=== block 1 ===
Figure 1. Clock wires, drivers and flops (block 1).
Scale: 6 px per um.
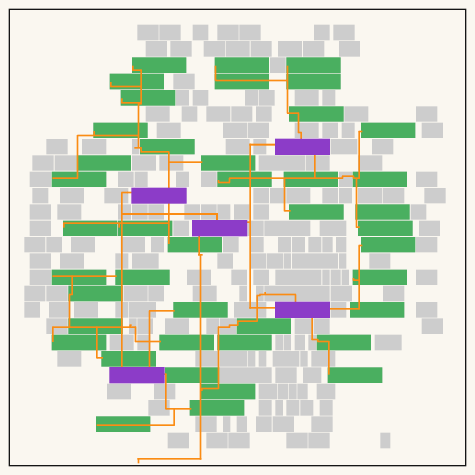

`src/rtl/csr_bank_pkg.sv`:
```
// Shared types and helpers for the CSR register bank: transfer FSM states,
// per-register access modes and the strobe-to-mask expansion.
package csr_bank_pkg;

    typedef enum logic [1:0] {
        IDLE,
        SETUP,
        ACCESS
    } state_t;

    localparam logic [1:0] MODE_RW  = 2'd0;
    localparam logic [1:0] MODE_RO  = 2'd1;
    localparam logic [1:0] MODE_W1C = 2'd2;

    // One byte lane of a write mask from its strobe bit.
    function automatic logic [7:0] lane_mask(input logic strb);
        return {8{strb}};
    endfunction

endpackage

```
`src/rtl/csr_reg_cell.sv`:
```
// Single CSR register: RW with byte mask, RO pass-through of hardware data,
// or W1C sticky status bits set by hardware and cleared by software.
module csr_reg_cell
    import csr_bank_pkg::*;
#(
    parameter int                    DATA_WIDTH = 8,
    parameter logic [1:0]            MODE       = MODE_RW,
    parameter logic [DATA_WIDTH-1:0] RST_VAL    = '0
) (
    input  logic                  clk,
    input  logic                  rst_n,
    input  logic                  we,
    input  logic [DATA_WIDTH-1:0] wdata,
    input  logic [DATA_WIDTH-1:0] mask,
    input  logic [DATA_WIDTH-1:0] hw_data,
    input  logic [DATA_WIDTH-1:0] hw_set,
    output logic [DATA_WIDTH-1:0] value
);

    logic [DATA_WIDTH-1:0] stored;
    logic [DATA_WIDTH-1:0] nxt;

    // A hardware set in the same cycle as a software clear leaves the bit set.
    always_comb begin
        nxt = stored;
        case (MODE)
            MODE_RW:  if (we) nxt = (stored & ~mask) | (wdata & mask);
            MODE_W1C: nxt = (stored & ~(we ? (wdata & mask) : '0)) | hw_set;
            default:  nxt = stored;
        endcase
    end

    always_ff @(posedge clk or negedge rst_n) begin
        if (!rst_n) stored <= RST_VAL;
        else        stored <= nxt;
    end

    assign value = (MODE == MODE_RO) ? hw_data : stored;

endmodule

```
`src/rtl/csr_reg_bank.sv`:
```
// APB slave front-end for a bank of CSR cells: setup/access FSM with wait
// states, address decode, error response, read mux and write-commit pulses.
module csr_reg_bank
    import csr_bank_pkg::*;
#(
    parameter int                             DATA_WIDTH  = 8,
    parameter int                             NUM_REGS    = 4,
    parameter int                             ADDR_WIDTH  = 3,
    parameter int                             WAIT_STATES = 0,
    parameter logic [NUM_REGS*DATA_WIDTH-1:0] RST_VAL     = '0,
    parameter logic [NUM_REGS-1:0]            RO_MASK     = '0,
    parameter logic [NUM_REGS-1:0]            W1C_MASK    = '0
) (
    input  logic                           i_clk,
    input  logic                           i_rst_n,
    input  logic                           i_psel,
    input  logic                           i_penable,
    input  logic                           i_pwrite,
    input  logic [ADDR_WIDTH-1:0]          i_paddr,
    input  logic [DATA_WIDTH-1:0]          i_pwdata,
    input  logic [DATA_WIDTH/8-1:0]        i_pstrb,
    output logic [DATA_WIDTH-1:0]          o_prdata,
    output logic                           o_pready,
    output logic                           o_pslverr,
    input  logic [NUM_REGS*DATA_WIDTH-1:0] i_hw_data,
    input  logic [NUM_REGS*DATA_WIDTH-1:0] i_hw_set,
    output logic [NUM_REGS*DATA_WIDTH-1:0] o_regs,
    output logic [NUM_REGS-1:0]            o_wr_pulse
);

    state_t                state;
    state_t                state_next;
    logic [3:0]            cnt;
    logic                  ready;
    logic                  addr_ok;
    logic                  ro_hit;
    logic                  err;
    logic                  wr_commit;
    logic [NUM_REGS-1:0]   sel;
    logic [NUM_REGS-1:0]   we;
    logic [DATA_WIDTH-1:0] mask;
    logic [DATA_WIDTH-1:0] rd_mux;

    always_ff @(posedge i_clk or negedge i_rst_n) begin
        if (!i_rst_n) state <= IDLE;
        else          state <= state_next;
    end

    always_comb begin
        state_next = state;
        case (state)
            IDLE:   if (i_psel && !i_penable) state_next = SETUP;
            SETUP:  state_next = ACCESS;
            ACCESS: begin
                if (ready)        state_next = (i_psel && !i_penable) ? SETUP : IDLE;
                else if (!i_psel) state_next = IDLE;
            end
            default: state_next = IDLE;
        endcase
    end

    // Decode by loop so addresses beyond NUM_REGS simply select nothing.
    always_comb begin
        sel    = '0;
        ro_hit = 1'b0;
        rd_mux = '0;
        for (int unsigned k = 0; k < NUM_REGS; k++) begin
            if (i_paddr == ADDR_WIDTH'(k)) begin
                sel[k] = 1'b1;
                ro_hit = RO_MASK[k];
                rd_mux = o_regs[k*DATA_WIDTH +: DATA_WIDTH];
            end
        end
        mask = '0;
        for (int unsigned b = 0; b < DATA_WIDTH/8; b++) begin
            mask[b*8 +: 8] = lane_mask(i_pstrb[b]);
        end
    end

    always_comb begin
        ready     = (state == ACCESS) && (cnt == 4'(WAIT_STATES));
        addr_ok   = |sel;
        err       = ready && (!addr_ok || (i_pwrite && ro_hit));
        wr_commit = i_psel && i_penable && ready && i_pwrite && !err;
        we        = wr_commit ? sel : '0;
        o_pready  = ready;
        o_pslverr = err;
        o_prdata  = (ready && !i_pwrite && addr_ok) ? rd_mux : '0;
    end

    always_ff @(posedge i_clk or negedge i_rst_n) begin
        if (!i_rst_n) begin
            cnt        <= '0;
            o_wr_pulse <= '0;
        end else begin
            cnt        <= (state == ACCESS && state_next == ACCESS) ? cnt + 4'd1 : '0;
            o_wr_pulse <= we;
        end
    end

    for (genvar k = 0; k < NUM_REGS; k++) begin : g_cell
        csr_reg_cell #(
            .DATA_WIDTH (DATA_WIDTH),
            .MODE       (RO_MASK[k] ? MODE_RO : (W1C_MASK[k] ? MODE_W1C : MODE_RW)),
            .RST_VAL    (RST_VAL[k*DATA_WIDTH +: DATA_WIDTH])
        ) u_cell (
            .clk     (i_clk),
            .rst_n   (i_rst_n),
            .we      (we[k]),
            .wdata   (i_pwdata),
            .mask    (mask),
            .hw_data (i_hw_data[k*DATA_WIDTH +: DATA_WIDTH]),
            .hw_set  (i_hw_set[k*DATA_WIDTH +: DATA_WIDTH]),
            .value   (o_regs[k*DATA_WIDTH +: DATA_WIDTH])
        );
    end

endmodule

```
`config.mk`:
```
export PLATFORM = sky130hd
export DESIGN_NAME = csr_reg_bank
export DESIGN_NICKNAME = d
export VERILOG_FILES = /design/src/rtl/csr_bank_pkg.sv /design/src/rtl/csr_reg_cell.sv /design/src/rtl/csr_reg_bank.sv
export SDC_FILE = /design/constraint.sdc
export NUM_CORES = 1
export LEC_CHECK = 0
export CAP_MARGIN = 0
export CORE_MARGIN = 2
export CORE_UTILIZATION = 39
export CTS_BUF_LIST = sky130_fd_sc_hd__clkbuf_16
export DETAILED_ROUTE_END_ITERATION = 16
export PLACE_DENSITY = 0.85
export SYNTH_ARGS = -nofsm -noshare
export SYNTH_HDL_FRONTEND = slang
export SYNTH_SLANG_ARGS = --single-unit
```
`constraint.sdc`:
```
create_clock -name i_clk -period 3.8 [get_ports i_clk]
set_input_delay 1.14 -clock i_clk [delete_from_list [all_inputs] [get_ports i_clk]]
set_output_delay 1.14 -clock i_clk [all_outputs]
set_load 0.03 [all_outputs]
```
=== block 2 ===
**src/rtl/bitser_pkg.sv**
```systemverilog
// Shared types and defaults for the bit-serial word transmitter.
package bitser_pkg;

  localparam int BITSER_DEFAULT_W = 32;

  typedef enum logic [1:0] {
    IDLE   = 2'd0,
    BIT_LO = 2'd1,
    BIT_HI = 2'd2
  } bitser_state_t;

endpackage

```
**src/rtl/bit_serializer_bclk_timer.sv**
```systemverilog
// Half-period timer for the bclk strobe; half_end_o flags the last cycle of a half-period.
module bclk_timer #(
  parameter int HALF = 2
) (
  input  logic clk_i,
  input  logic rst_n_i,
  input  logic clear_i,
  output logic half_end_o
);

  localparam int TW = (HALF > 1) ? $clog2(HALF) : 1;

  logic [TW-1:0] tmr_q;
  logic [TW-1:0] tmr_d;

  assign half_end_o = (tmr_q == TW'(HALF - 1));

  // Wraps at the end of every half-period and is held at zero while the FSM idles.
  always_comb begin
    tmr_d = tmr_q + TW'(1);
    if (clear_i || half_end_o) begin
      tmr_d = '0;
    end
  end

  always_ff @(posedge clk_i or negedge rst_n_i) begin
    if (!rst_n_i) begin
      tmr_q <= '0;
    end else begin
      tmr_q <= tmr_d;
    end
  end

endmodule

```
**src/rtl/bit_serializer.sv**
```systemverilog
// Parallel-to-bit-serial transmitter producing bclk, bit index and serial data.
// Define BIT_SERIALIZER_MSB_FIRST_EN for MSB-first order (default LSB first).
module bit_serializer
  import bitser_pkg::*;
#(
  parameter int W    = BITSER_DEFAULT_W,
  parameter int HALF = 2
) (
  input  logic                 clk_i,
  input  logic                 rst_n_i,
  input  logic                 in_valid_i,
  output logic                 in_ready_o,
  input  logic [W-1:0]         in_data_i,
  output logic                 bclk_o,
  output logic [$clog2(W)-1:0] counter_o,
  output logic                 out_o,
  output logic                 busy_o,
  output logic                 word_done_o
);

  localparam int CW = $clog2(W);

  bitser_state_t state_q, state_d;

  logic [W-1:0]  hold_q, hold_d;
  logic          hold_valid_q, hold_valid_d;
  logic [W-1:0]  sreg_q, sreg_d;
  logic          out_q, out_d;
  logic [CW-1:0] counter_q, counter_d;
  logic          word_done_q, word_done_d;

  logic halfEnd;
  logic lastBit;
  logic bitEnd;
  logic loadWord;
  logic shiftBit;
  logic accept;

  bclk_timer #(
    .HALF (HALF)
  ) u_timer (
    .clk_i      (clk_i),
    .rst_n_i    (rst_n_i),
    .clear_i    (state_q == IDLE),
    .half_end_o (halfEnd)
  );

  assign lastBit  = (counter_q == CW'(W - 1));
  assign bitEnd   = (state_q == BIT_HI) && halfEnd;
  assign loadWord = hold_valid_q && ((state_q == IDLE) || (bitEnd && lastBit));
  assign shiftBit = bitEnd && !lastBit;
  assign accept   = in_valid_i && !hold_valid_q;

  always_ff @(posedge clk_i or negedge rst_n_i) begin
    if (!rst_n_i) begin
      state_q <= IDLE;
    end else begin
      state_q <= state_d;
    end
  end

  always_comb begin
    state_d = state_q;
    unique case (state_q)
      IDLE:    if (hold_valid_q) state_d = BIT_LO;
      BIT_LO:  if (halfEnd) state_d = BIT_HI;
      BIT_HI: begin
        if (halfEnd) begin
          state_d = (lastBit && !hold_valid_q) ? IDLE : BIT_LO;
        end
      end
      default: state_d = IDLE;
    endcase
  end

  always_comb begin
    bclk_o      = (state_q == BIT_HI);
    busy_o      = (state_q != IDLE);
    in_ready_o  = !hold_valid_q;
    out_o       = out_q;
    counter_o   = counter_q;
    word_done_o = word_done_q;
  end

  // A new word is loaded either from IDLE or seamlessly on the last bit's falling bclk edge.
  always_comb begin
    hold_d       = hold_q;
    hold_valid_d = hold_valid_q;
    sreg_d       = sreg_q;
    out_d        = out_q;
    counter_d    = counter_q;
    word_done_d  = bitEnd && lastBit;

    if (loadWord) begin
      sreg_d       = hold_q;
      counter_d    = '0;
      hold_valid_d = 1'b0;
`ifdef BIT_SERIALIZER_MSB_FIRST_EN
      out_d        = hold_q[W-1];
`else
      out_d        = hold_q[0];
`endif
    end else if (shiftBit) begin
      counter_d = counter_q + CW'(1);
`ifdef BIT_SERIALIZER_MSB_FIRST_EN
      sreg_d    = sreg_q << 1;
      out_d     = sreg_q[W-2];
`else
      sreg_d    = sreg_q >> 1;
      out_d     = sreg_q[1];
`endif
    end else if (bitEnd && lastBit) begin
      out_d     = 1'b0;
      counter_d = '0;
    end

    if (accept) begin
      hold_d       = in_data_i;
      hold_valid_d = 1'b1;
    end
  end

  always_ff @(posedge clk_i or negedge rst_n_i) begin
    if (!rst_n_i) begin
      hold_q       <= '0;
      hold_valid_q <= 1'b0;
      sreg_q       <= '0;
      out_q        <= 1'b0;
      counter_q    <= '0;
      word_done_q  <= 1'b0;
    end else begin
      hold_q       <= hold_d;
      hold_valid_q <= hold_valid_d;
      sreg_q       <= sreg_d;
      out_q        <= out_d;
      counter_q    <= counter_d;
      word_done_q  <= word_done_d;
    end
  end

endmodule
```
**config.mk**
```make
export PLATFORM = sky130hd
export DESIGN_NAME = bit_serializer
export DESIGN_NICKNAME = d
export VERILOG_FILES = /design/src/rtl/bitser_pkg.sv /design/src/rtl/bit_serializer_bclk_timer.sv /design/src/rtl/bit_serializer.sv
export SDC_FILE = /design/constraint.sdc
export NUM_CORES = 1
export LEC_CHECK = 0
export ABC_AREA = 1
export ABC_CLOCK_PERIOD_IN_PS = 2600
export CAP_MARGIN = 20
export CORE_MARGIN = 2
export CORE_UTILIZATION = 40
export DETAILED_ROUTE_END_ITERATION = 16
export GPL_TIMING_DRIVEN = 0
export HOLD_SLACK_MARGIN = 0.06
export PLACE_DENSITY = 0.7
export SLEW_MARGIN = 25
export SYNTH_ARGS = -nofsm -noshare
export SYNTH_HDL_FRONTEND = slang
export SYNTH_SLANG_ARGS = --single-unit
```
**constraint.sdc**
```tcl
create_clock -name clk_i -period 2.6 [get_ports clk_i]
set_clock_uncertainty 0.1 [all_clocks]
set_input_delay 0.39 -clock clk_i [delete_from_list [all_inputs] [get_ports clk_i]]
set_output_delay 0.39 -clock clk_i [all_outputs]
set_load 0.02 [all_outputs]
```
=== block 3 ===
--- src/rtl/lsu_mem_stage_if.sv ---
// Memory-side bus of the load/store stage.
// Handshake: the stage raises mem_req together with mem_we, mem_addr,
// mem_be and mem_wdata. It holds all of them stable until a cycle in which
// mem_ack is high, and that cycle completes the transfer. On loads,
// mem_rdata must be valid in the ack cycle. The stage samples mem_ack only
// while it has a request outstanding, so an ack at any other time is ignored.
interface lsu_mem_stage_if #(
    parameter int MEM_ADDR_W = 13
);
    logic                  mem_req;
    logic                  mem_we;
    logic [MEM_ADDR_W-1:0] mem_addr;
    logic [3:0]            mem_be;
    logic [31:0]           mem_wdata;
    logic                  mem_ack;
    logic [31:0]           mem_rdata;

    modport master (
        output mem_req, mem_we, mem_addr, mem_be, mem_wdata,
        input  mem_ack, mem_rdata
    );

    modport slave (
        input  mem_req, mem_we, mem_addr, mem_be, mem_wdata,
        output mem_ack, mem_rdata
    );
endinterface

--- src/rtl/lsu_mem_stage.sv ---
// RV32 load/store memory stage. It checks funct3 and alignment, builds byte
// enables and lane-replicated store data, and runs one request at a time on
// the valid/ack memory bus while stalling the pipeline. It sign/zero-extends
// load data and has an optional wait-state watchdog (MAX_WAIT = 0 disables it).
module lsu_mem_stage #(
    parameter int MEM_ADDR_W = 13,
    parameter int MAX_WAIT   = 0
) (
    input  logic        clk,
    input  logic        rst,
    input  logic        in_valid,
    input  logic        memread,
    input  logic        memwrite,
    input  logic [2:0]  funct3,
    input  logic [31:0] addr,
    input  logic [31:0] wdata,
    output logic        stall,
    output logic [31:0] rdata,
    output logic        rdata_valid,
    output logic        fault,
    output logic [1:0]  fault_cause,
    output logic [31:0] fault_addr,
    output logic        dbg_state,
    lsu_mem_stage_if.master mem
);

    localparam logic [1:0] CAUSE_MISALIGN = 2'b01;
    localparam logic [1:0] CAUSE_FUNCT3   = 2'b10;
    localparam logic [1:0] CAUSE_TIMEOUT  = 2'b11;

    // The counter only has to reach MAX_WAIT-1. That last BUSY cycle without
    // an ack is the timeout cycle.
    localparam int CNT_W = (MAX_WAIT > 1) ? $clog2(MAX_WAIT) : 1;
    localparam logic [CNT_W-1:0] WAIT_LAST = CNT_W'((MAX_WAIT > 0) ? MAX_WAIT - 1 : 0);

    typedef enum logic {IDLE = 1'b0, BUSY = 1'b1} state_t;

    state_t           state_q, state_d;
    logic [CNT_W-1:0] wait_q;
    logic [2:0]       ld_f3_q;
    logic [1:0]       ld_off_q;
    logic [31:0]      req_addr_q;

    logic        is_access, f3_legal, misaligned, accept, reject;
    logic        ack_seen, timeout;
    logic [3:0]  be_d;
    logic [31:0] wdata_d, ld_shift, ld_ext;

    assign is_access  = in_valid & (memread | memwrite);
    assign misaligned = ((funct3[1:0] == 2'b01) & addr[0]) |
                        ((funct3[1:0] == 2'b10) & (addr[1:0] != 2'b00));
    assign accept     = (state_q == IDLE) & is_access & f3_legal & ~misaligned;
    assign reject     = (state_q == IDLE) & is_access & ~(f3_legal & ~misaligned);
    assign ack_seen   = (state_q == BUSY) & mem.mem_ack;
    assign timeout    = (MAX_WAIT > 0) & (state_q == BUSY) & ~mem.mem_ack & (wait_q == WAIT_LAST);
    assign mem.mem_req = (state_q == BUSY);
    assign dbg_state   = state_q;

    // funct3 legality: unsigned loads exist, unsigned stores do not; memwrite wins
    always_comb begin
        f3_legal = 1'b0;
        case (funct3)
            3'b000, 3'b001, 3'b010: f3_legal = 1'b1;
            3'b100, 3'b101:         f3_legal = ~memwrite;
            default:                f3_legal = 1'b0;
        endcase
    end

    // Byte enables and lane-replicated store data; loads read the whole word
    always_comb begin
        be_d    = 4'b1111;
        wdata_d = wdata;
        if (memwrite) begin
            case (funct3[1:0])
                2'b00: begin
                    be_d    = 4'b0001 << addr[1:0];
                    wdata_d = {4{wdata[7:0]}};
                end
                2'b01: begin
                    be_d    = addr[1] ? 4'b1100 : 4'b0011;
                    wdata_d = {2{wdata[15:0]}};
                end
                default: begin
                    be_d    = 4'b1111;
                    wdata_d = wdata;
                end
            endcase
        end
    end

    // Lane select and sign/zero extension of the returned word
    always_comb begin
        ld_shift = mem.mem_rdata >> {ld_off_q, 3'b000};
        ld_ext   = mem.mem_rdata;
        case (ld_f3_q)
            3'b000:  ld_ext = {{24{ld_shift[7]}}, ld_shift[7:0]};
            3'b001:  ld_ext = {{16{ld_shift[15]}}, ld_shift[15:0]};
            3'b100:  ld_ext = {24'd0, ld_shift[7:0]};
            3'b101:  ld_ext = {16'd0, ld_shift[15:0]};
            default: ld_ext = mem.mem_rdata;
        endcase
    end

    // FSM state register
    always_ff @(posedge clk) begin
        if (rst) state_q <= IDLE;
        else     state_q <= state_d;
    end

    // FSM next state and stall: hold upstream until the ack or timeout cycle
    always_comb begin
        state_d = state_q;
        stall   = 1'b0;
        case (state_q)
            IDLE: begin
                if (accept) begin
                    state_d = BUSY;
                    stall   = 1'b1;
                end
            end
            BUSY: begin
                if (ack_seen || timeout) state_d = IDLE;
                else                     stall   = 1'b1;
            end
            default: state_d = IDLE;
        endcase
    end

    // Wait-state counter, cleared whenever a new request is launched
    always_ff @(posedge clk) begin
        if (rst)                               wait_q <= '0;
        else if (accept)                       wait_q <= '0;
        else if (state_q == BUSY && !mem.mem_ack) wait_q <= wait_q + 1'b1;
    end

    // Request capture, load result and fault pulses
    always_ff @(posedge clk) begin
        if (rst) begin
            mem.mem_we    <= 1'b0;
            mem.mem_addr  <= '0;
            mem.mem_be    <= 4'b0000;
            mem.mem_wdata <= 32'd0;
            ld_f3_q       <= 3'b000;
            ld_off_q      <= 2'b00;
            req_addr_q    <= 32'd0;
            rdata         <= 32'd0;
            rdata_valid   <= 1'b0;
            fault         <= 1'b0;
            fault_cause   <= 2'b00;
            fault_addr    <= 32'd0;
        end else begin
            rdata_valid <= 1'b0;
            fault       <= 1'b0;
            if (accept) begin
                mem.mem_we    <= memwrite;
                mem.mem_addr  <= addr[MEM_ADDR_W+1:2];
                mem.mem_be    <= be_d;
                mem.mem_wdata <= wdata_d;
                ld_f3_q       <= funct3;
                ld_off_q      <= addr[1:0];
                req_addr_q    <= addr;
            end
            if (reject) begin
                fault       <= 1'b1;
                fault_cause <= f3_legal ? CAUSE_MISALIGN : CAUSE_FUNCT3;
                fault_addr  <= addr;
            end
            if (timeout) begin
                fault       <= 1'b1;
                fault_cause <= CAUSE_TIMEOUT;
                fault_addr  <= req_addr_q;
            end
            if (ack_seen && !mem.mem_we) begin
                rdata       <= ld_ext;
                rdata_valid <= 1'b1;
            end
        end
    end

endmodule

--- src/flat_wrapper.sv ---
// flat-port wrapper written by rule: the top's interface ports become plain ports
module lsu_mem_stage_flat 
#(
    parameter int MEM_ADDR_W = 13,
    parameter int MAX_WAIT   = 0
)
  (clk, rst, in_valid, memread, memwrite, funct3, addr, wdata, stall, rdata, rdata_valid, fault, fault_cause, fault_addr, dbg_state, mem_mem_req, mem_mem_we, mem_mem_addr, mem_mem_be, mem_mem_wdata, mem_mem_ack, mem_mem_rdata);
  lsu_mem_stage_if #(.MEM_ADDR_W(MEM_ADDR_W)) mem_i ();
  input  logic clk;
  input  logic rst;
  input  logic in_valid;
  input  logic memread;
  input  logic memwrite;
  input  logic [2:0] funct3;
  input  logic [31:0] addr;
  input  logic [31:0] wdata;
  output logic stall;
  output logic [31:0] rdata;
  output logic rdata_valid;
  output logic fault;
  output logic [1:0] fault_cause;
  output logic [31:0] fault_addr;
  output logic dbg_state;
  output wire logic [$bits(mem_i.mem_req)-1:0] mem_mem_req;
  output wire logic [$bits(mem_i.mem_we)-1:0] mem_mem_we;
  output wire logic [$bits(mem_i.mem_addr)-1:0] mem_mem_addr;
  output wire logic [$bits(mem_i.mem_be)-1:0] mem_mem_be;
  output wire logic [$bits(mem_i.mem_wdata)-1:0] mem_mem_wdata;
  input wire logic [$bits(mem_i.mem_ack)-1:0] mem_mem_ack;
  input wire logic [$bits(mem_i.mem_rdata)-1:0] mem_mem_rdata;
  assign mem_mem_req = mem_i.mem_req;
  assign mem_mem_we = mem_i.mem_we;
  assign mem_mem_addr = mem_i.mem_addr;
  assign mem_mem_be = mem_i.mem_be;
  assign mem_mem_wdata = mem_i.mem_wdata;
  assign mem_i.mem_ack = mem_mem_ack;
  assign mem_i.mem_rdata = mem_mem_rdata;
  lsu_mem_stage #(.MEM_ADDR_W(MEM_ADDR_W), .MAX_WAIT(MAX_WAIT)) u_core (.clk(clk), .rst(rst), .in_valid(in_valid), .memread(memread), .memwrite(memwrite), .funct3(funct3), .addr(addr), .wdata(wdata), .stall(stall), .rdata(rdata), .rdata_valid(rdata_valid), .fault(fault), .fault_cause(fault_cause), .fault_addr(fault_addr), .dbg_state(dbg_state), .mem(mem_i));
endmodule
--- config.mk ---
export PLATFORM = sky130hd
export DESIGN_NAME = lsu_mem_stage_flat
export DESIGN_NICKNAME = d
export VERILOG_FILES = /design/src/rtl/lsu_mem_stage_if.sv /design/src/rtl/lsu_mem_stage.sv /design/src/flat_wrapper.sv
export SDC_FILE = /design/constraint.sdc
export NUM_CORES = 1
export LEC_CHECK = 0
export CAP_MARGIN = 20
export CORE_ASPECT_RATIO = 1.25
export CORE_UTILIZATION = 38
export DETAILED_ROUTE_END_ITERATION = 10
export GPL_TIMING_DRIVEN = 0
export PLACE_DENSITY_LB_ADDON = 0.08
export SLEW_MARGIN = 20
export SYNTH_ARGS = -nofsm -noshare
export SYNTH_HDL_FRONTEND = slang
export SYNTH_SLANG_ARGS = --single-unit
--- constraint.sdc ---
create_clock -name clk -period 1.7 [get_ports clk]
set_input_delay 0.34 -clock clk [delete_from_list [all_inputs] [get_ports clk]]
set_output_delay 0.34 -clock clk [all_outputs]
set_load 0.005 [all_outputs]
=== block 4 ===
### src/rtl/result_window_accumulator_pkg.sv
// Shared types for the result statistics path: FSM state encoding and the
// statistics record layout seen by downstream consumers.
package result_stats_pkg;

    localparam int DATA_W_DEFAULT = 10;
    localparam int WINDOW_DEFAULT = 8;
    localparam int CNT_W_DEFAULT  = $clog2(WINDOW_DEFAULT + 1);
    localparam int SUM_W_DEFAULT  = DATA_W_DEFAULT + $clog2(WINDOW_DEFAULT);

    typedef enum logic [1:0] {
        IDLE  = 2'd0,
        ACCUM = 2'd1,
        EMIT  = 2'd2
    } acc_state_t;

    typedef struct packed {
        logic [SUM_W_DEFAULT-1:0]  sum;
        logic [DATA_W_DEFAULT-1:0] min;
        logic [DATA_W_DEFAULT-1:0] max;
        logic [CNT_W_DEFAULT-1:0]  count;
    } stats_rec_t;

endpackage

### src/rtl/result_window_accumulator_if.sv
// Sample-in / record-out handshake bundle for the window accumulator.
// slave = accumulator side, master = producer/consumer side.
interface result_window_accumulator_if #(
    parameter int DATA_W = 10,
    parameter int WINDOW = 8
);
    localparam int CNT_W = $clog2(WINDOW + 1);
    localparam int SUM_W = DATA_W + $clog2(WINDOW);

    logic              in_valid;
    logic              in_ready;
    logic [DATA_W-1:0] in_data;
    logic              flush;
    logic              out_valid;
    logic              out_ready;
    logic [SUM_W-1:0]  out_sum;
    logic [DATA_W-1:0] out_min;
    logic [DATA_W-1:0] out_max;
    logic [CNT_W-1:0]  out_count;

    modport slave (
        input  in_valid, in_data, flush, out_ready,
        output in_ready, out_valid, out_sum, out_min, out_max, out_count
    );

    modport master (
        output in_valid, in_data, flush, out_ready,
        input  in_ready, out_valid, out_sum, out_min, out_max, out_count
    );
endinterface

### src/rtl/result_window_accumulator.sv
// Accumulates sum/min/max/count over WINDOW samples (or fewer on flush) and
// emits one record per window; record visible the cycle after the closing accept.
// Input stalls (in_ready low) while a record waits for out_ready.
module result_window_accumulator
    import result_stats_pkg::*;
#(
    parameter int DATA_W = DATA_W_DEFAULT,
    parameter int WINDOW = WINDOW_DEFAULT
) (
    input  logic                        clk,
    input  logic                        rst_n,
    result_window_accumulator_if.slave  bus
);
    localparam int CNT_W = $clog2(WINDOW + 1);
    localparam int SUM_W = DATA_W + $clog2(WINDOW);

    acc_state_t        r_state;
    acc_state_t        w_next_state;

    logic [SUM_W-1:0]  r_sum;
    logic [DATA_W-1:0] r_min;
    logic [DATA_W-1:0] r_max;
    logic [CNT_W-1:0]  r_cnt;

    logic              r_out_vld;
    logic [SUM_W-1:0]  r_out_sum;
    logic [DATA_W-1:0] r_out_min;
    logic [DATA_W-1:0] r_out_max;
    logic [CNT_W-1:0]  r_out_cnt;

    logic              w_in_rdy;
    logic              w_accept;
    logic              w_load_rec;
    logic              w_clear;
    logic [SUM_W-1:0]  w_acc_sum;
    logic [DATA_W-1:0] w_acc_min;
    logic [DATA_W-1:0] w_acc_max;
    logic [CNT_W-1:0]  w_acc_cnt;

    assign w_in_rdy = (r_state != EMIT);
    assign w_accept = bus.in_valid && w_in_rdy;

    // Running values including this cycle's sample, so a closing accept
    // lands in the record that is loaded on the same edge.
    always_comb begin
        w_acc_sum = r_sum;
        w_acc_min = r_min;
        w_acc_max = r_max;
        w_acc_cnt = r_cnt;
        if (w_accept) begin
            w_acc_sum = r_sum + SUM_W'(bus.in_data);
            w_acc_min = (bus.in_data < r_min) ? bus.in_data : r_min;
            w_acc_max = (bus.in_data > r_max) ? bus.in_data : r_max;
            w_acc_cnt = r_cnt + CNT_W'(1);
        end
    end

    always_comb begin
        w_next_state = r_state;
        case (r_state)
            IDLE: begin
                if (w_accept) begin
                    w_next_state = bus.flush ? EMIT : ACCUM;
                end
            end
            ACCUM: begin
                if (bus.flush || (w_acc_cnt == CNT_W'(WINDOW))) begin
                    w_next_state = EMIT;
                end
            end
            EMIT: begin
                if (bus.out_ready) begin
                    w_next_state = IDLE;
                end
            end
            default: w_next_state = IDLE;
        endcase
    end

    assign w_load_rec = (r_state != EMIT) && (w_next_state == EMIT);
    assign w_clear    = (r_state == EMIT) && bus.out_ready;

    always_ff @(posedge clk or negedge rst_n) begin
        if (!rst_n) begin
            r_state <= IDLE;
        end else begin
            r_state <= w_next_state;
        end
    end

    always_ff @(posedge clk or negedge rst_n) begin
        if (!rst_n) begin
            r_sum <= '0;
            r_min <= '1;
            r_max <= '0;
            r_cnt <= '0;
        end else if (w_clear) begin
            r_sum <= '0;
            r_min <= '1;
            r_max <= '0;
            r_cnt <= '0;
        end else if (w_accept) begin
            r_sum <= w_acc_sum;
            r_min <= w_acc_min;
            r_max <= w_acc_max;
            r_cnt <= w_acc_cnt;
        end
    end

    // Record only changes on entry to EMIT, so it is stable under backpressure.
    always_ff @(posedge clk or negedge rst_n) begin
        if (!rst_n) begin
            r_out_vld <= 1'b0;
            r_out_sum <= '0;
            r_out_min <= '0;
            r_out_max <= '0;
            r_out_cnt <= '0;
        end else begin
            r_out_vld <= (w_next_state == EMIT);
            if (w_load_rec) begin
                r_out_sum <= w_acc_sum;
                r_out_min <= w_acc_min;
                r_out_max <= w_acc_max;
                r_out_cnt <= w_acc_cnt;
            end
        end
    end

    assign bus.in_ready  = w_in_rdy;
    assign bus.out_valid = r_out_vld;
    assign bus.out_sum   = r_out_sum;
    assign bus.out_min   = r_out_min;
    assign bus.out_max   = r_out_max;
    assign bus.out_count = r_out_cnt;

endmodule

### src/flat_wrapper.sv
// flat-port wrapper written by rule: the top's interface ports become plain ports
module result_window_accumulator_flat import result_stats_pkg::*;
#(
    parameter int DATA_W = DATA_W_DEFAULT,
    parameter int WINDOW = WINDOW_DEFAULT
)
  (clk, rst_n, bus_in_valid, bus_in_data, bus_flush, bus_out_ready, bus_in_ready, bus_out_valid, bus_out_sum, bus_out_min, bus_out_max, bus_out_count);
  result_window_accumulator_if #(.DATA_W(DATA_W), .WINDOW(WINDOW)) bus_i ();
  input  logic clk;
  input  logic rst_n;
  input wire logic [$bits(bus_i.in_valid)-1:0] bus_in_valid;
  input wire logic [$bits(bus_i.in_data)-1:0] bus_in_data;
  input wire logic [$bits(bus_i.flush)-1:0] bus_flush;
  input wire logic [$bits(bus_i.out_ready)-1:0] bus_out_ready;
  output wire logic [$bits(bus_i.in_ready)-1:0] bus_in_ready;
  output wire logic [$bits(bus_i.out_valid)-1:0] bus_out_valid;
  output wire logic [$bits(bus_i.out_sum)-1:0] bus_out_sum;
  output wire logic [$bits(bus_i.out_min)-1:0] bus_out_min;
  output wire logic [$bits(bus_i.out_max)-1:0] bus_out_max;
  output wire logic [$bits(bus_i.out_count)-1:0] bus_out_count;
  assign bus_i.in_valid = bus_in_valid;
  assign bus_i.in_data = bus_in_data;
  assign bus_i.flush = bus_flush;
  assign bus_i.out_ready = bus_out_ready;
  assign bus_in_ready = bus_i.in_ready;
  assign bus_out_valid = bus_i.out_valid;
  assign bus_out_sum = bus_i.out_sum;
  assign bus_out_min = bus_i.out_min;
  assign bus_out_max = bus_i.out_max;
  assign bus_out_count = bus_i.out_count;
  result_window_accumulator #(.DATA_W(DATA_W), .WINDOW(WINDOW)) u_core (.clk(clk), .rst_n(rst_n), .bus(bus_i));
endmodule
### config.mk
export PLATFORM = sky130hd
export DESIGN_NAME = result_window_accumulator_flat
export DESIGN_NICKNAME = d
export VERILOG_FILES = /design/src/rtl/result_window_accumulator_pkg.sv /design/src/rtl/result_window_accumulator_if.sv /design/src/rtl/result_window_accumulator.sv /design/src/flat_wrapper.sv
export SDC_FILE = /design/constraint.sdc
export NUM_CORES = 1
export LEC_CHECK = 0
export ABC_AREA = 1
export CAP_MARGIN = 20
export CORE_ASPECT_RATIO = 1.1
export CORE_MARGIN = 2
export CORE_UTILIZATION = 30
export CTS_BUF_LIST = sky130_fd_sc_hd__clkbuf_8
export DETAILED_ROUTE_END_ITERATION = 6
export HOLD_SLACK_MARGIN = 0.03
export PLACE_DENSITY = 0.47
export SYNTH_ARGS = -nofsm -noshare
export SYNTH_HDL_FRONTEND = slang
export SYNTH_SLANG_ARGS = --single-unit
### constraint.sdc
create_clock -name clk -period 2 [get_ports clk]
set_input_delay 0.2 -clock clk [delete_from_list [all_inputs] [get_ports clk]]
set_output_delay 0.2 -clock clk [all_outputs]
set_load 0.005 [all_outputs]

==> gallery <==
Clock wires, drivers and flops.
picture 1
Scale: 4 px per um.
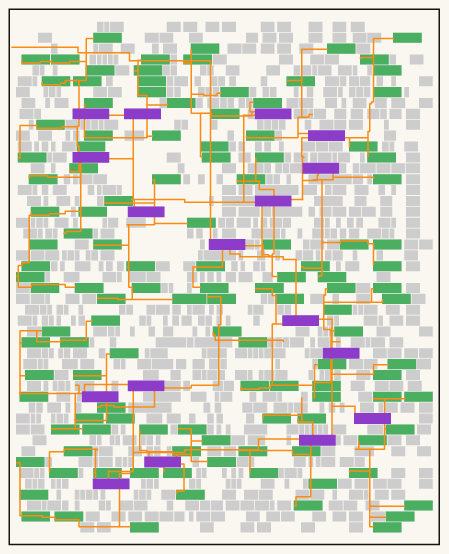
picture 2
Scale: 3 px per um.
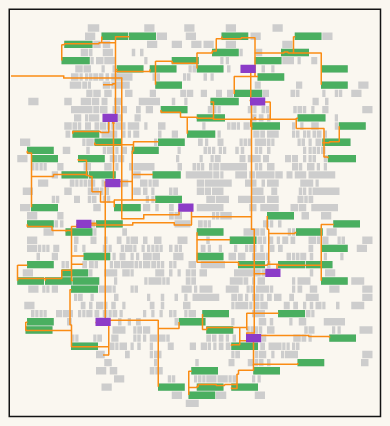
picture 3
Scale: 4 px per um.
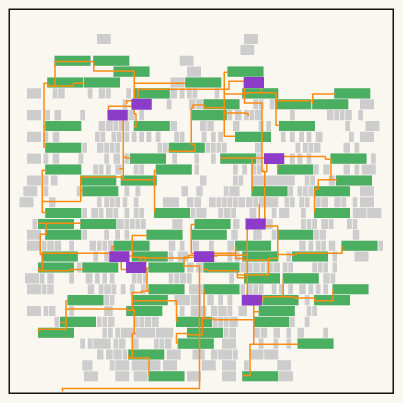
For block 4, see picture 2.
For block 3, see picture 1.
For block 2, see picture 3.

Key to picture 1:
[purple] cells driving clock nets | count: 17
[green] flip-flops | count: 124
[orange] clock wires | length: 1770 um
flops lie: widely spread
routed clock nets: 18

Figure 2. Wires at chosen ports, followed through buffers (block 4).
Scale: 3 px per um.
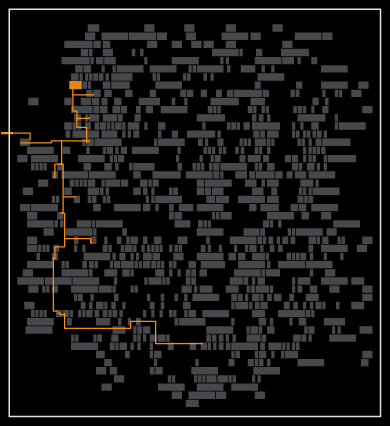
| colour | port | bits | direction | edge | end cells | wire |
|---|---|---|---|---|---|---|
| orange | bus_in_ready | 1 | output | left | 1 | 218 um |
port bufs: 53
# IOs: 54

==> deck_impl_summary.md, block 4 <==
Flow Results at a Glance

Setup path
  • Worst path max stage delay: 0.56 ns
  • Crit path max-delay family: simple AND/OR/NAND/NOR gates
  • Worst R2R Setup Slack: 0.08 ns
  • Worst path slowest cell: dfstp_2
  • Levels on crit path: 13
  • R2R depth: 13
  • Crit. End Element: flip-flop

Global routing
  • Grt peak-use layer: met2
  • Initial antenna violation count: 0
  • GRT met2 Usage: 0.2903
  • Vias in the first global route: 4509

Synth
  • Syn Nets: 672
  • Adder Area Share: 0.08420
  • Post-Synthesis Cells: 626
  • Post-synth regs: 77
  • Distinct lib cells: 31
  • Yosys aoi share: 0.06022
  • Ys Warns: 0

Final layout
  • Post-route cell area: 6435 um^2
  • Finished Core Util: 0.4241
  • Most used logic cell in the final layout: nand2_1
  • Final Instance Count excl. Fillers: 943
  • Combinational share of cell area: 0.4054
  • Logic cell area: 2609 um^2
  • FILL cells: 1547
  • # nets final: 788
  • Syn-to-layout area delta: 37.04%

Detailed routing
  • Antenna viol nets, final: 0
  • Drt pass-1 iters: 6
  • Wire length on met3: 490 um

Run
  • Maximum Capacitance Violations: 0

Die
  • N_taps: 196
  • Core Region: 15170 um^2

Final timing
  • Slew HR: 0.6791
  • Clk_skew: 0.01435 ns
  • Fin Hold WS: 0.2852 ns

Pwr
  • LEAKAGE: 3.327 nW
  • Sequential Power Share: 0.285
  • Combinational group power: 0.00605 W

Outcome
  • Outcome: complete, no violations

Placement
  • Post-DP HPWL: 9998 um

CTS
  • H-tree level count: 3
[block 4: cell usage after synthesis]
library cell,number,area [um^2]
o21bai_1,1,7.510
nand2_4,3,33.78
nand2_1,243,912.1
nand3_2,1,10.01
ha_1,30,375.4
clkinv_1,1,3.750
buf_6,7,78.83
o211ai_1,2,15.01
inv_1,54,202.7
dfrtp_1,67,1677
nand4_1,51,319.1
o21a_1,1,7.510
a21o_1,2,15.01
nand3_4,1,17.52
o21ai_1,5,25.02
o31ai_1,1,7.510
nor2_1,25,93.84
a21boi_1,2,15.01
buf_8,1,15.01
clkbuf_1,18,67.56
xor2_1,1,8.760
buf_2,2,10.01
o21ai_0,4,20.02
nand3_1,45,225.2
nand2_2,4,25.02
nand3b_1,5,37.54
a21oi_1,34,170.2
inv_2,3,11.26
or2_2,1,6.260
fa_1,1,20.02
dfstp_2,10,262.8
[block 4: what timing repair did]
action | CTS | global route
pin swaps | 0 | 21
hold buffers | 1 | 0
endpoints found under the hold margin | 29 | 0
endpoints found under the setup margin | 2 | 45
resized | 1 | 68
cloned | 0 | 5
buffers inserted | 0 | 8
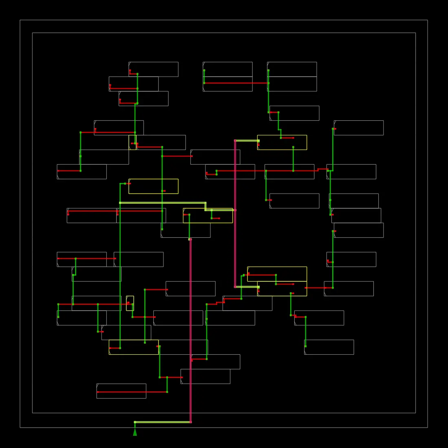
Figure 3: block 1, clock wiring as the flow saved it.
clock latency (worst-skew pair): 0.28 ns
clk pwr: 0.000463 W

Figure 4. Signal wires on met2 (block 1).
Scale: 6 px per um.
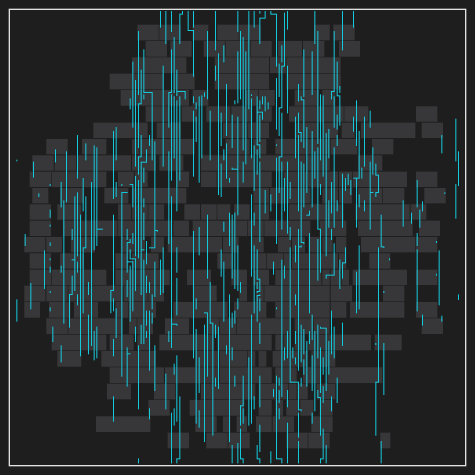
wire length on this layer: 2370 um
share of all routed wire: 49%
Vias: 1559
WL final: 4849 um
GRT met2 Usage: 0.2845

About Figure 1:
[orange] clock wires | length: 482 um
[purple] cells driving clock nets | count: 5
[green] flip-flops | count: 42
routed clock nets: 6
clock power share: 0.433
clk_skew: 0.006101 ns

==> deck_impl_summary.md, block 1 <==
Flow Results at a Glance

Outcome
  • Outcome: complete, no violations

Final timing
  • Setup violators final: 0
  • Setup ws final: 0.09735 ns
  • Hold Fails Final Rpt: 0

Synth
  • Ys Warns: 0
  • Yosys chip area: 2012 um^2
  • Mux area share: 0.1791

Placement
  • Placed cell count: 298

Final layout
  • Syn-to-layout area delta: 47.33%
  • Ant diodes: 0
  • Post-route cell area: 2964 um^2

Die
  • Rows: 26
  • Die height: 75.83 um

Setup path
  • Worst path slowest cell: clkdlybuf4s50_1
  • CP bufs+invs: 3
  • Crit path max-delay family: buffers and inverters

Global routing
  • Vias in the first global route: 1535
  • Largest net degree at the start of global routing: 43

Pwr
  • PD cells: 360.9 nW/um^2
  • VDD IR-drop max: 0.2281 mV

CTS
  • Postcts setup bufs: 0
## block 1: worst max path at each step
stage | start | endpoint | slack (ns) | cells after the start
6_report | i_paddr[1] | o_prdata[2] | 0.1 | 6
5_1_grt | i_paddr[1] | o_prdata[1] | -0.002 | 6
4_1_cts | i_paddr[2] | o_prdata[5] | 0.03 | 6
3_5_place_dp | i_paddr[2] | o_prdata[5] | 0.07 | 6
3_3_place_gp | i_paddr[2] | o_prdata[7] | 0.07 | 6
2_1_floorplan | i_paddr[1] | o_prdata[3] | -0.01 | 5
## block 1: report_power, final
group          switching (W)  internal [W]  total, W
Clock               0.000159      0.000305  0.000463
Sequential         0.0000104      0.000460  0.000470
Combinational      0.0000757     0.0000602  0.000136
## block 1: layout make-up
cell class | instances | area (um^2)
fillers | 428 | 2078
flip-flops and latches | 42 | 1051
multi-input cells | 101 | 918.4
repair buffers | 78 | 718.2
clock buffers | 5 | 125.1
well taps | 70 | 87.58
clock inverters | 3 | 37.54
inverters | 7 | 26.28
## block 1: metal layers
layer	track usage	part of all wire	up-vias	wire, um
met1	0.2553	0.45	773	2166
met3	0.03836	0.051	5	248
li1	-	-	731	-
met2	0.2845	0.49	50	2373
met4	0.06043	0.013	0	61
met5	0	0	-	0
Figure 5. Cells coloured by class (block 2).
Scale: 4 px per um. Fill, decap, tap and diode cells in grey.
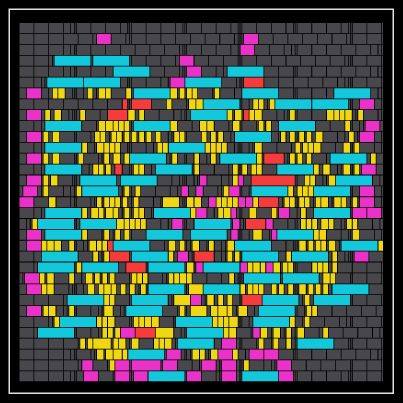
| colour | class | cells | share of their area |
|---|---|---|---|
| magenta | other buffers and delay cells | 68 | 15% |
| red | clock drivers and dummy loads | 16 | 4.9% |
| cyan | flip-flops | 74 | 46% |
| yellow | all other logic | 327 | 34% |
post-route cell area: 4156 um^2
Core Region: 8175 um^2
Rows: 33

Figure 6. Clock wiring as the flow saved it (block 2).
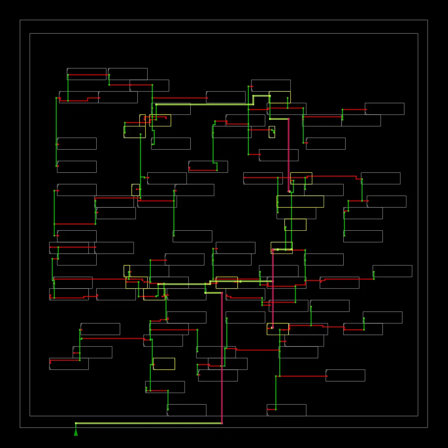
cts bufs inserted: 9
clock sinks: 74
clk pwr: 0.000899 W
flop count: 74
clock latency (worst-skew pair): 0.34 ns

==> deck_impl_summary.md, block 2 <==
Flow Results at a Glance

Final layout
  • Top Layout Cells: nand2_1 (165), dfrtp_1 (74), clkdlybuf4s50_1 (43)
  • Signal inverters: 41
  • Combinational share of cell area: 0.2965

Setup path
  • Worst path max stage delay: 0.44 ns
  • Crit path max fanout: 10
  • Crit path max-delay family: simple AND/OR/NAND/NOR gates
  • Crit. End Element: flip-flop
  • R2R depth: 11

Global routing
  • Grt peak-use layer: met2
  • Aggregate global-route resource usage: 0.1712
  • Vias in the first global route: 2668
  • Initial antenna violation count: 0

Synth
  • Yosys chip area: 3359 um^2
  • Ys Warns: 0
  • Async SR Flop Fraction: 1.000

Final timing
  • Fmax: 466.0 MHz
  • Ratio of final minimum period to clock period: 0.8254

Placement
  • RD Place Congestion: 0.7889

CTS
  • Postcts setup bufs: 0
  • Gates resized, CTS repair: 0

Pwr
  • Combinational share of power: 0.127
  • Total power draw: 0.002583 W
  • LEAKAGE: 2.181 nW

Outcome
  • Outcome: complete, no violations
block 2: worst max-delay path by stage:
stage,start,endpoint,slack [ns],cells after the start
global placement,rst_n_i,hold_q[27],-1.55,1
global route,counter_o[0],sreg_q[26],0.26,11
floorplan,counter_o[0],counter_o[0],0.64,10
detailed placement,counter_o[0],out_o,0.45,11
finish,counter_o[0],out_o,0.45,11
CTS,counter_o[0],out_o,0.42,11
block 2: kinds of logic (layout without fill, tap and decap cells):
logic type	count (synthesis)	after routing	share of synthesized area
AND-OR/OR-AND	36	36	0.05363
adder cells (fa/ha/maj)	2	2	0.007448
buffers and inverters	63	125	0.08193
flip-flops	74	74	0.5512
multiplexers	2	2	0.006703
AND/OR/NAND/NOR	246	246	0.2991
block 2: power by group through the flow:
stage	Sequential, W	Combinational (W)	Clock [W]
CTS	0.00136	0.000338	0.000919
finish	0.00136	0.000329	0.000899
detailed placement	0.00138	0.000336	0
floorplan	0.00137	0.000197	0
global route	0.00137	0.000378	0.000972
global placement	0.00138	0.000316	0
block 2: registers in the layout, summed over array words and instances (netlist names):
name                flops
hold_valid_q            1
out_o                   1
counter_o               5
state_q                 2
sreg_q                 31
word_done_o             1
u_timer.half_end_o      1
hold_q                 32
Figure 7. Cells coloured by class (block 3).
Scale: 3 px per um. Fill, decap, tap and diode cells in grey.
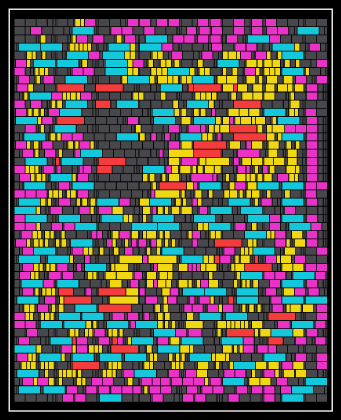
| colour | class | cells | share of their area |
|---|---|---|---|
| magenta | other buffers and delay cells | 282 | 32% |
| yellow | all other logic | 446 | 31% |
| red | clock drivers and dummy loads | 32 | 7.3% |
| cyan | flip-flops | 124 | 30% |
Core Region: 13350 um^2
Rows: 47

==> deck_impl_summary.md, block 3 <==
Flow Results at a Glance

Setup path
  • Crit path max-delay family: flip-flops

Final layout
  • Syn-to-layout area delta: 61.37%
  • Ant diodes: 0

Final timing
  • Setup ws final: -0.007913 ns
  • Setup violators final: 1
  • Final Slew Violations: 0

Synth
  • Yosys cell count: 625
  • Yosys top cell by area: dfxtp_1
  • Distinct lib cells: 46
  • Post-Synthesis Cells: 625

Placement
  • Dpl ws: -1.034 ns

Outcome
  • Violated checks: setup timing
  • Outcome: complete, but fails checks

Global routing
  • Residual overflow from global routing: 0
  • First-pass GRT wire length: 28680 um

Detailed routing
  • Drt initial violations: 335
  • DRC Markers: 0

Hold path
  • WHS Endpoint: u_core.ld_f3_q[2]

CTS
  • Post-CTS Hold Fix Bufs: 0
==> block 3: power by group <==
part	internal, W	total (W)	switching, W
Combinational	0.000644	0.00118	0.000534
Sequential	0.00304	0.00312	0.0000743
Clock	0.00245	0.00375	0.00130
==> block 3: metal layers <==
metal  track usage  wire (um)  part of all wire  vias to the layer above
met4       0.08067        300             0.017                        0
met1        0.2993       7310              0.40                     2595
met5             0          0                 0                        -
met3       0.08708       1615             0.089                       31
met2        0.4462       8916              0.49                      228
li1              -          -                 -                     2695
==> block 3: kinds of logic after synthesis <==
logic type,after synthesis,share of synthesized area
flip-flops,124,0.4728
multiplexers,29,0.06006
AND-OR/OR-AND,193,0.2352
buffers and inverters,59,0.05457
AND/OR/NAND/NOR,220,0.1773
==> block 3: repair_timing <==
| action | in CTS | in global routing |
|---|---|---|
| setup endpoints to repair | 119 | 98 |
| gates resized | 43 | 33 |
| buffers inserted | 5 | 2 |
| pin swaps | 3 | 3 |
==> block 3: cell type report <==
class / count / area [um^2]
multi-input combinational: 442 / 2549
clock buffer: 25 / 495.5
timing repair buffer: 230 / 2292
tap: 171 / 214.0
sequential: 124 / 2486
clock inverter: 7 / 110.1
fill: 1173 / 4877
inverter: 4 / 15.01
buffer: 52 / 310.3

=== block 5 ===
Figure 8. Clock wires, drivers and flops (block 5).
Scale: 10 px per um.
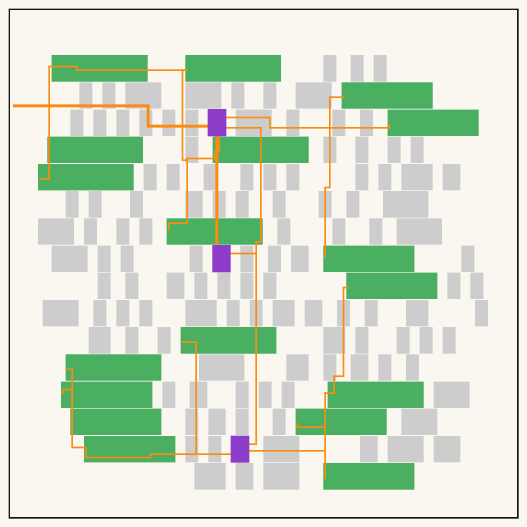
==> src/rtl/test_result_reporter_uart_tx.sv <==
// 8N1 serial transmitter for one byte per tx_start pulse.
// Latency: start bit drives tx_out the cycle after tx_start; frame lasts 10*CLKS_PER_BIT cycles.
// Backpressure: tx_start is ignored while tx_busy is high; caller must wait for tx_busy low.
// Ports: clk, rst_n (async active-low), tx_start (1-cycle pulse), tx_data[7:0],
//        tx_busy (high from start bit through end of stop bit), tx_out (idles high).
module uart_tx_byte #(
  parameter int CLKS_PER_BIT = 16
) (
  input  logic       clk,
  input  logic       rst_n,
  input  logic       tx_start,
  input  logic [7:0] tx_data,
  output logic       tx_busy,
  output logic       tx_out
);

  localparam int CW = (CLKS_PER_BIT > 2) ? $clog2(CLKS_PER_BIT) : 1;

  logic [9:0]    shift_q, shift_d;
  logic [CW-1:0] clk_cnt_q, clk_cnt_d;
  logic [3:0]    bit_cnt_q, bit_cnt_d;
  logic          busy_q, busy_d;
  logic          out_q, out_d;

  always_comb begin
    shift_d   = shift_q;
    clk_cnt_d = clk_cnt_q;
    bit_cnt_d = bit_cnt_q;
    busy_d    = busy_q;
    out_d     = out_q;
    if (!busy_q) begin
      if (tx_start) begin
        // Frame is {stop, data, start}; bit 0 of the shifter is always on the wire.
        shift_d   = {1'b1, tx_data, 1'b0};
        out_d     = 1'b0;
        busy_d    = 1'b1;
        clk_cnt_d = '0;
        bit_cnt_d = '0;
      end
    end else if (clk_cnt_q == CW'(CLKS_PER_BIT - 1)) begin
      clk_cnt_d = '0;
      if (bit_cnt_q == 4'd9) begin
        busy_d = 1'b0;
        out_d  = 1'b1;
      end else begin
        bit_cnt_d = bit_cnt_q + 4'd1;
        shift_d   = {1'b1, shift_q[9:1]};
        out_d     = shift_q[1];
      end
    end else begin
      clk_cnt_d = clk_cnt_q + 1'b1;
    end
  end

  always_ff @(posedge clk or negedge rst_n) begin
    if (!rst_n) begin
      shift_q   <= '1;
      clk_cnt_q <= '0;
      bit_cnt_q <= '0;
      busy_q    <= 1'b0;
      out_q     <= 1'b1;
    end else begin
      shift_q   <= shift_d;
      clk_cnt_q <= clk_cnt_d;
      bit_cnt_q <= bit_cnt_d;
      busy_q    <= busy_d;
      out_q     <= out_d;
    end
  end

  assign tx_busy = busy_q;
  assign tx_out  = out_q;

endmodule

==> config.mk <==
export PLATFORM = sky130hd
export DESIGN_NAME = uart_tx_byte
export DESIGN_NICKNAME = d
export VERILOG_FILES = /design/src/rtl/test_result_reporter_uart_tx.sv
export SDC_FILE = /design/constraint.sdc
export NUM_CORES = 1
export LEC_CHECK = 0
export ABC_AREA = 1
export CAP_MARGIN = 20
export CELL_PAD_IN_SITES_DETAIL_PLACEMENT = 1
export CELL_PAD_IN_SITES_GLOBAL_PLACEMENT = 1
export CORE_MARGIN = 2
export CORE_UTILIZATION = 43
export CTS_BUF_LIST = sky130_fd_sc_hd__clkbuf_2
export DETAILED_ROUTE_END_ITERATION = 10
export GPL_ROUTABILITY_DRIVEN = 0
export PLACE_DENSITY = 0.95
export SYNTH_ARGS = -nofsm -noshare
export SYNTH_HDL_FRONTEND = slang
export SYNTH_SLANG_ARGS = --single-unit
==> constraint.sdc <==
create_clock -name clk -period 2.7 [get_ports clk]
set_input_delay 0.54 -clock clk [delete_from_list [all_inputs] [get_ports clk]]
set_output_delay 0.54 -clock clk [all_outputs]
set_load 0.005 [all_outputs]
==> deck_impl_summary.md <==
Flow Results at a Glance

Final layout
  • Finished Core Util: 0.5469
  • Most used logic cell in the final layout: nand2_1

Pwr
  • PD cells: 890.9 nW/um^2
  • VDD IR-drop max: 0.4522 mV
  • Total power draw: 0.0009754 W

Setup path
  • CP bufs+invs: 1
  • Crit path max-delay family: flip-flops
  • Crit path DAT: 1.36 ns
  • Startpoint class of the critical path: flip-flop
  • Worst path slowest cell: dfstp_2

Synth
  • Top cell area share: 0.2720
  • Top logic family: simple AND/OR/NAND/NOR gates
  • Syn_area_per_cell: 7.507 um^2
  • Yosys chip area: 938.4 um^2
  • Yosys aoi share: 0.03600

Final timing
  • Setup ws final: 0.8009 ns

Global routing
  • Aggregate global-route resource usage: 0.1896
  • Residual overflow from global routing: 0

Die
  • Floorplan Utilization: 0.4687
  • Die height: 50.72 um
  • Core Region: 2002 um^2

Detailed routing
  • Drt pass-1 iters: 4
  • DRC Markers: 0

Placement
  • Port bufs: 12

Hold path
  • Cells on Worst Hold Path: 2

CTS
  • Clock sinks: 18

Outcome
  • Outcome: complete, no violations
About Figure 8:
[orange] clock wires | length: 238 um
[green] flip-flops | count: 18
[purple] cells driving clock nets | count: 3
routed clock nets: 4
clock power share: 0.125
clock latency (worst-skew pair): 0.30 ns
clk_skew: 0.006540 ns
clk pwr: 0.000122 W

## state kept, by name (all words and copies together), names as in the netlist
name,cells
shift_q,8
bit_cnt_q,4
clk_cnt_q,4
tx_busy,1
tx_out,1
## worst min-delay path, cell delays in order, from the launching register on
cell and delay (ns):
dfstp_2 0.40, nand2_1 0.05, nand2_1 0.05
## area by class of cell
cell class,count,area (um^2)
Clock buffer,4,20.02
Tap cell,27,33.78
Sequential cell,18,461.7
Timing Repair Buffer,13,127.6
Inverter,7,26.28
Fill cell,275,907.1
Multi-Input combinational cell,96,425.4
## worst paths after layout
kind	start	end	slack [ns]
setup / recovery	tx_out	tx_out	0.80
min in group asynchronous	rst_n	clk_cnt_q[0]	0.67
max in group asynchronous	rst_n	bit_cnt_q[1]	1.54
hold reg to reg	shift_q[7]	shift_q[7]	0.48
setup reg to reg	clk_cnt_q[0]	shift_q[4]	0.98
hold / removal	shift_q[7]	shift_q[7]	0.48
## layer usage
layer / track usage / vias to the layer above / wire [um]
met2: 0.3421 / 6 / 1109
met1: 0.2169 / 411 / 953
met3: 0.03571 / 2 / 39
met5: 0 / - / 0
li1: - / 407 / -
met4: 0.08108 / 0 / 13


==> gallery <==
Cells coloured by class.
image #1
Scale: 8 px per um. Fill, decap, tap and diode cells in grey.
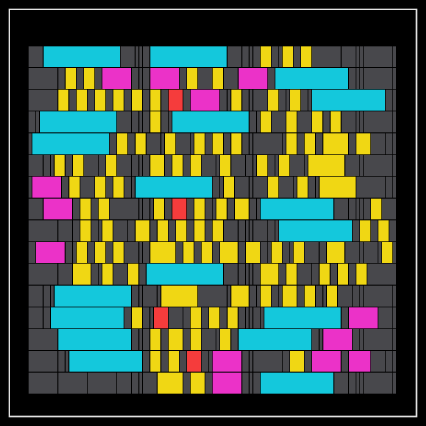
image #2
Scale: 4 px per um. Fill, decap, tap and diode cells in grey.
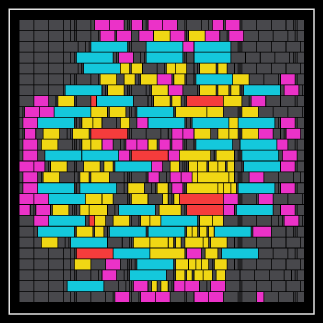
image #3
Scale: 3 px per um. Fill, decap, tap and diode cells in grey.
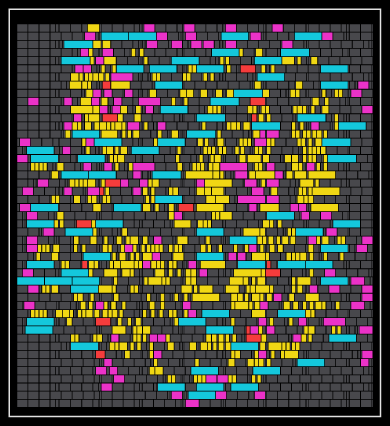
| picture | from |
|---|---|
| image #1 | block 5 |
| image #3 | block 4 |
| image #2 | block 1 |
- fewest sequential cells: image #1
- most cells: image #3

Power and IR drop assume default switching activity.
